# ---- block 1 ----
Fig. 1: block 1, clock distribution
Scale bar: 20 um.
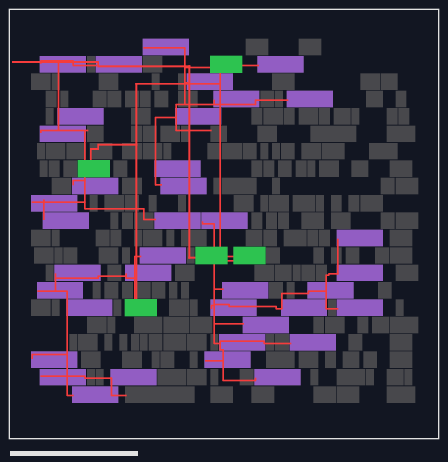

--- config.mk ---
export PLATFORM = sky130hd
export DESIGN_NAME = blink_seq
export DESIGN_NICKNAME = d
export VERILOG_FILES = /design/src/rtl/blink_seq.sv
export SDC_FILE = /design/constraint.sdc
export NUM_CORES = 1
export LEC_CHECK = 0
export CAP_MARGIN = 15
export CORE_MARGIN = 3
export CORE_UTILIZATION = 55
export CTS_CLUSTER_SIZE = 28
export DETAILED_ROUTE_END_ITERATION = 6
export PLACE_DENSITY = 0.74
export SYNTH_ARGS = -nofsm -noshare
export SYNTH_HDL_FRONTEND = slang
export SYNTH_SLANG_ARGS = --single-unit
--- constraint.sdc ---
create_clock -name clk -period 4.8 [get_ports clk]
set_input_delay 0.96 -clock clk [delete_from_list [all_inputs] [get_ports clk]]
set_output_delay 0.96 -clock clk [all_outputs]
set_load 0.01 [all_outputs]
--- src/rtl/blink_seq.sv ---
// rtl/blink_seq.sv - multi-channel LED pattern generator with PWM brightness
//
// Purpose: steps an NUM_LEDS-wide pattern every DIV enabled clocks in one of
// four modes (all-blink, chase, binary count, bounce) and gates the pattern
// with a global PWM brightness signal.
//
// Ports:
//   clk    - system clock, all logic on rising edge
//   rst    - synchronous active-high reset
//   en     - prescaler enable; 0 freezes the pattern
//   mode   - 0 all-blink, 1 chase, 2 binary count, 3 bounce
//   dir    - chase/count direction, 0 = left/up, 1 = right/down
//   bright - PWM duty, 0 = off, all-ones = full on
//   leds   - active-high LED drive
//   tick   - one-cycle pulse in the first cycle a new step is visible
module blink_seq #(
  parameter int NUM_LEDS = 4,
  parameter int DIV      = 25000000,
  parameter int PWM_BITS = 4
) (
  input  logic                clk,
  input  logic                rst,
  input  logic                en,
  input  logic [1:0]          mode,
  input  logic                dir,
  input  logic [PWM_BITS-1:0] bright,
  output logic [NUM_LEDS-1:0] leds,
  output logic                tick
);

  localparam int CNT_W = (DIV > 1) ? $clog2(DIV) : 1;
  localparam logic [CNT_W-1:0] CNT_LAST = CNT_W'(DIV - 1);

  typedef enum logic [1:0] {
    MODE_BLINK  = 2'd0,
    MODE_CHASE  = 2'd1,
    MODE_COUNT  = 2'd2,
    MODE_BOUNCE = 2'd3
  } mode_t;

  logic [CNT_W-1:0]    cnt;
  logic [NUM_LEDS-1:0] pat;
  logic [NUM_LEDS-1:0] pat_next;
  logic [NUM_LEDS-1:0] seed;
  mode_t               mode_q;
  logic                bounce_up;
  logic                bounce_up_next;
  logic [PWM_BITS-1:0] pwm_cnt;
  logic                pwm_on;

  // Pattern loaded when the mode input differs from the registered mode.
  always_comb begin
    seed = '0;
    case (mode)
      2'd1:    seed = dir ? {1'b1, {(NUM_LEDS-1){1'b0}}} : NUM_LEDS'(1);
      2'd3:    seed = NUM_LEDS'(1);
      default: seed = '0;
    endcase
  end

  // Pattern after one step in the registered mode.
  always_comb begin
    pat_next       = pat;
    bounce_up_next = bounce_up;
    case (mode_q)
      MODE_BLINK: pat_next = ~pat;
      MODE_CHASE: pat_next = dir ? {pat[0], pat[NUM_LEDS-1:1]}
                                 : {pat[NUM_LEDS-2:0], pat[NUM_LEDS-1]};
      MODE_COUNT: pat_next = dir ? pat - NUM_LEDS'(1) : pat + NUM_LEDS'(1);
      MODE_BOUNCE: begin
        // Turn around at an end bit in the same step, so neither end repeats.
        if (bounce_up) begin
          if (pat[NUM_LEDS-1]) begin
            bounce_up_next = 1'b0;
            pat_next       = pat >> 1;
          end else begin
            pat_next = pat << 1;
          end
        end else begin
          if (pat[0]) begin
            bounce_up_next = 1'b1;
            pat_next       = pat << 1;
          end else begin
            pat_next = pat >> 1;
          end
        end
      end
      default: pat_next = pat;
    endcase
  end

  always_ff @(posedge clk) begin
    if (rst) begin
      cnt       <= '0;
      pat       <= '0;
      mode_q    <= MODE_BLINK;
      bounce_up <= 1'b1;
      pwm_cnt   <= '0;
      pwm_on    <= 1'b0;
      tick      <= 1'b0;
    end else begin
      mode_q  <= mode_t'(mode);
      pwm_cnt <= pwm_cnt + PWM_BITS'(1);
      pwm_on  <= (&bright) | (pwm_cnt < bright);
      tick    <= 1'b0;
      // A mode change wins over a step edge and reseeds even when en=0.
      if (mode != mode_q) begin
        pat       <= seed;
        cnt       <= '0;
        bounce_up <= 1'b1;
      end else if (en) begin
        if (cnt == CNT_LAST) begin
          cnt       <= '0;
          pat       <= pat_next;
          bounce_up <= bounce_up_next;
          tick      <= 1'b1;
        end else begin
          cnt <= cnt + CNT_W'(1);
        end
      end
    end
  end

  assign leds = pat & {NUM_LEDS{pwm_on}};

endmodule

# ---- block 2 ----
$ cat src/rtl/decode_stage_pkg.sv
// Shared MIPS decode definitions: opcodes, ALU class encodings and the
// control bundle carried from decode into the ID/EX register.
package mips_defs;

  localparam logic [5:0] OP_RTYPE = 6'b000000;
  localparam logic [5:0] OP_LW    = 6'b100011;
  localparam logic [5:0] OP_SW    = 6'b101011;
  localparam logic [5:0] OP_BEQ   = 6'b000100;
  localparam logic [5:0] OP_ADDI  = 6'b001000;

  localparam logic [1:0] ALUOP_ADD   = 2'b00;
  localparam logic [1:0] ALUOP_SUB   = 2'b01;
  localparam logic [1:0] ALUOP_FUNCT = 2'b10;

  typedef struct packed {
    logic       regWrite;
    logic       memRead;
    logic       memWrite;
    logic       memtoReg;
    logic       aluSrc;
    logic       regDst;
    logic       branch;
    logic [1:0] aluOp;
  } ctrlT;

  localparam ctrlT CTRL_NONE = '0;

endpackage

$ cat src/rtl/control_decoder.sv
// Combinational opcode decoder: produces the control bundle and flags any
// opcode outside the supported subset as illegal (with all control cleared).
module control_decoder
  import mips_defs::*;
(
  input  logic [5:0] opcode,
  output ctrlT       ctrl,
  output logic       illegal
);

  always_comb begin
    ctrl    = CTRL_NONE;
    illegal = 1'b0;
    unique case (opcode)
      OP_RTYPE: begin
        ctrl.regWrite = 1'b1;
        ctrl.regDst   = 1'b1;
        ctrl.aluOp    = ALUOP_FUNCT;
      end
      OP_LW: begin
        ctrl.regWrite = 1'b1;
        ctrl.memRead  = 1'b1;
        ctrl.memtoReg = 1'b1;
        ctrl.aluSrc   = 1'b1;
        ctrl.aluOp    = ALUOP_ADD;
      end
      OP_SW: begin
        ctrl.memWrite = 1'b1;
        ctrl.aluSrc   = 1'b1;
        ctrl.aluOp    = ALUOP_ADD;
      end
      OP_BEQ: begin
        ctrl.branch = 1'b1;
        ctrl.aluOp  = ALUOP_SUB;
      end
      OP_ADDI: begin
        ctrl.regWrite = 1'b1;
        ctrl.aluSrc   = 1'b1;
        ctrl.aluOp    = ALUOP_ADD;
      end
      default: illegal = 1'b1;
    endcase
  end

endmodule

$ cat src/rtl/decode_stage.sv
// MIPS instruction-decode stage: register-file addressing, control decode,
// immediate sign extension, load-use stall detection and the ID/EX register.
module decode_stage
  import mips_defs::*;
(
  input  logic        clk,
  input  logic        Reset,
  input  logic [31:0] Instruction,
  input  logic [31:0] PCPlus4,
  input  logic        InValid,
  input  logic        Flush,
  input  logic [31:0] ReadData1,
  input  logic [31:0] ReadData2,
  output logic [4:0]  ReadRegister1,
  output logic [4:0]  ReadRegister2,
  output logic        Stall,
  output logic        ExValid,
  output logic        ExRegWrite,
  output logic        ExMemRead,
  output logic        ExMemWrite,
  output logic        ExMemtoReg,
  output logic        ExALUSrc,
  output logic        ExRegDst,
  output logic        ExBranch,
  output logic        ExIllegal,
  output logic [1:0]  ExALUOp,
  output logic [31:0] ExPCPlus4,
  output logic [31:0] ExReadData1,
  output logic [31:0] ExReadData2,
  output logic [31:0] ExImmediate,
  output logic [4:0]  ExRs,
  output logic [4:0]  ExRt,
  output logic [4:0]  ExRd
);

  function automatic logic signed [31:0] signExtend(input logic [15:0] imm);
    logic signed [15:0] simm;
    simm = imm;
    return 32'(simm);
  endfunction

  logic [4:0]         rs_p0, rt_p0, rd_p0;
  ctrlT               ctrl_p0;
  logic               illegal_p0;
  logic signed [31:0] imm_p0;
  logic               hazard_p0;

  ctrlT               ctrl_p1;
  logic               illegal_p1;
  logic               vld_p1;
  logic [31:0]        pc_p1, rd1_p1, rd2_p1;
  logic signed [31:0] imm_p1;
  logic [4:0]         rs_p1, rt_p1, rd_p1;

  assign rs_p0  = Instruction[25:21];
  assign rt_p0  = Instruction[20:16];
  assign rd_p0  = Instruction[15:11];
  assign imm_p0 = signExtend(Instruction[15:0]);

  assign ReadRegister1 = rs_p0;
  assign ReadRegister2 = rt_p0;

  control_decoder uDecoder (
    .opcode  (Instruction[31:26]),
    .ctrl    (ctrl_p0),
    .illegal (illegal_p0)
  );

  // Load-use check against the instruction now in EX; checked for every
  // opcode, so I-type rt matches give harmless extra stalls.
  assign hazard_p0 = vld_p1 & ctrl_p1.memRead & (rt_p1 != 5'd0) & InValid &
                     ((rt_p1 == rs_p0) | (rt_p1 == rt_p0));
  assign Stall     = hazard_p0 & ~Flush;

  // ---- ID/EX boundary: bubbles carry no control and zeroed datapath ----
  always_ff @(posedge clk) begin
    if (Reset || Flush || Stall || !InValid) begin
      vld_p1     <= 1'b0;
      ctrl_p1    <= CTRL_NONE;
      illegal_p1 <= 1'b0;
      pc_p1      <= '0;
      rd1_p1     <= '0;
      rd2_p1     <= '0;
      imm_p1     <= '0;
      rs_p1      <= '0;
      rt_p1      <= '0;
      rd_p1      <= '0;
    end else begin
      vld_p1     <= 1'b1;
      ctrl_p1    <= ctrl_p0;
      illegal_p1 <= illegal_p0;
      pc_p1      <= PCPlus4;
      rd1_p1     <= ReadData1;
      rd2_p1     <= ReadData2;
      imm_p1     <= imm_p0;
      rs_p1      <= rs_p0;
      rt_p1      <= rt_p0;
      rd_p1      <= rd_p0;
    end
  end

  assign ExValid     = vld_p1;
  assign ExRegWrite  = ctrl_p1.regWrite;
  assign ExMemRead   = ctrl_p1.memRead;
  assign ExMemWrite  = ctrl_p1.memWrite;
  assign ExMemtoReg  = ctrl_p1.memtoReg;
  assign ExALUSrc    = ctrl_p1.aluSrc;
  assign ExRegDst    = ctrl_p1.regDst;
  assign ExBranch    = ctrl_p1.branch;
  assign ExALUOp     = ctrl_p1.aluOp;
  assign ExIllegal   = illegal_p1;
  assign ExPCPlus4   = pc_p1;
  assign ExReadData1 = rd1_p1;
  assign ExReadData2 = rd2_p1;
  assign ExImmediate = imm_p1;
  assign ExRs        = rs_p1;
  assign ExRt        = rt_p1;
  assign ExRd        = rd_p1;

endmodule

$ cat config.mk
export PLATFORM = sky130hd
export DESIGN_NAME = decode_stage
export DESIGN_NICKNAME = d
export VERILOG_FILES = /design/src/rtl/decode_stage_pkg.sv /design/src/rtl/control_decoder.sv /design/src/rtl/decode_stage.sv
export SDC_FILE = /design/constraint.sdc
export NUM_CORES = 1
export LEC_CHECK = 0
export ABC_AREA = 1
export CORE_MARGIN = 5
export CORE_UTILIZATION = 32
export DETAILED_ROUTE_END_ITERATION = 10
export GPL_TIMING_DRIVEN = 0
export PLACE_DENSITY = 0.81
export SYNTH_ARGS = -nofsm -noshare
export SYNTH_HDL_FRONTEND = slang
export SYNTH_HIERARCHICAL = 1
export SYNTH_SLANG_ARGS = --single-unit
$ cat constraint.sdc
create_clock -name clk -period 1.2 [get_ports clk]
set_input_delay 0.24 -clock clk [delete_from_list [all_inputs] [get_ports clk]]
set_output_delay 0.24 -clock clk [all_outputs]
set_load 0.03 [all_outputs]
Fig. 2: block 1, clock wiring as the flow saved it
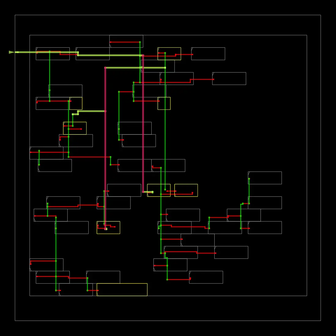
clock latency on the worst-skew pair: 0.29 ns
clk_skew: 0.00559 ns
Clk power: 271 uW
Num CTS Buffers: 5
flop count: 38

## Picture notes: Fig. 1
[clock wires] red | length: 468 um
[flip-flops] purple | count: 38
[clock-net drivers] green | count: 5
routed clock nets	6
clock share of power: 41.3%

==> impl_metrics.csv, block 1 <==
group,metric,value,unit
outcome,status,"finished clean",
synthesis,synth-xor-area-share,12.4,%
global_route,gr-usage-met1,24.7,%
route,viasPerCell,5.47,
floorplan,die_h,67.0,um
synthesis,synthCells,237,
timing,setup_violations,0,
pwr,power_leader,"registers",
layout,largest_register,"cnt",
synthesis,syn-cell-area,2040,um2
floorplan,fp.dieW,67.0,um
worst_setup_path,r2r_start,"cnt[0]$_SDFFE_PP0P_",
route,drtAntennaViolNets,0,
synthesis,yosys_area,2040,um2
job,tool_warnings,26,
pwr,swShare,23.4,%
min_path,hold_depth,1,
synthesis,seq_area_frac_synth,37.2,%
Fig. 3: block 2, clock wiring as the flow saved it
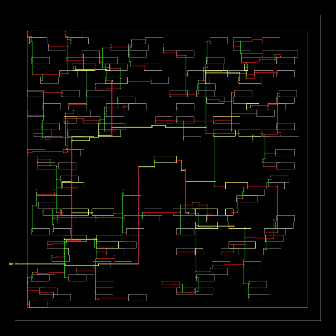
clock sink total: 133
clock latency on the worst-skew pair: 0.41 ns
layout clock buffer count: 20

==> impl_metrics.csv, block 2 <==
group,metric,value,unit
outcome,status,"finished, violations left",
outcome,failed_checks,"setup timing",
layout,final_area,8510,um2
min_path,min_to,"ExRt[0]$_SDFF_PP0_",
timing,skew,0.0147,ns
worst_setup_path,cp-end-kind,"register",
layout,clk_share,7.71,%
min_path,min_from,"Instruction[16]",
pwr,vdd_ir_drop_max,0.992,mV
timing,setup_violations,154,
synthesis,yosys.area_share.simple,17.2,%
worst_setup_path,worstSetupEndpoint,"ExReadData1[4]$_SDFF_PP0_",
floorplan,dieArea,16000,um2
timing,fin_hold_ws,0.257,ns
timing,layout_setup_ws,-0.512,ns
global_route,busiest_layer,"met2",
pwr,finalPower,11.8,mW
route,drt_iter0_drc,138,
worst_setup_path,r2r_setup_slack,-0.51,ns
floorplan,initial_core_util,32.7,%
clocking,cts-root-buf,"clkbuf_16",
floorplan,ios,297,
layout,nNonClkBuffers,376,


## Gallery

Cells colored by class.
Plate I
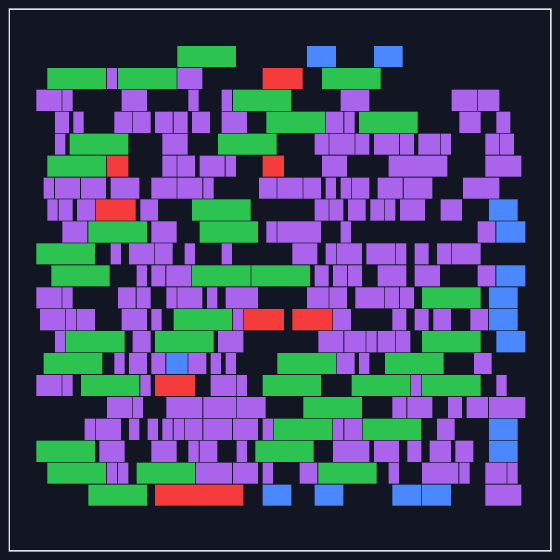
Plate II
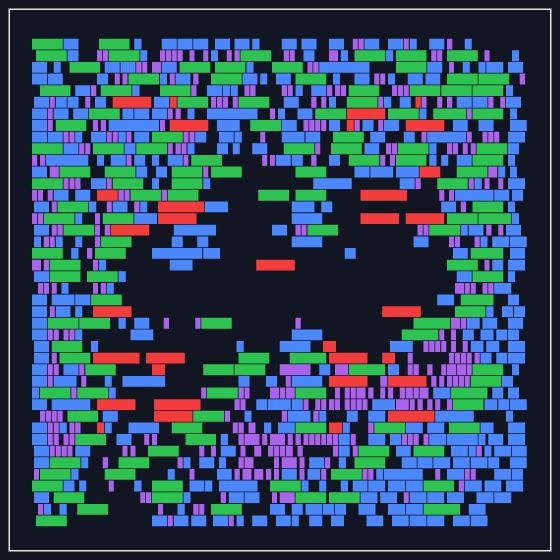
| picture | from |
|---|---|
| Plate II | block 2 |
| Plate I | block 1 |
The one with the most cells is Plate II.

Power and IR drop assume default switching activity.
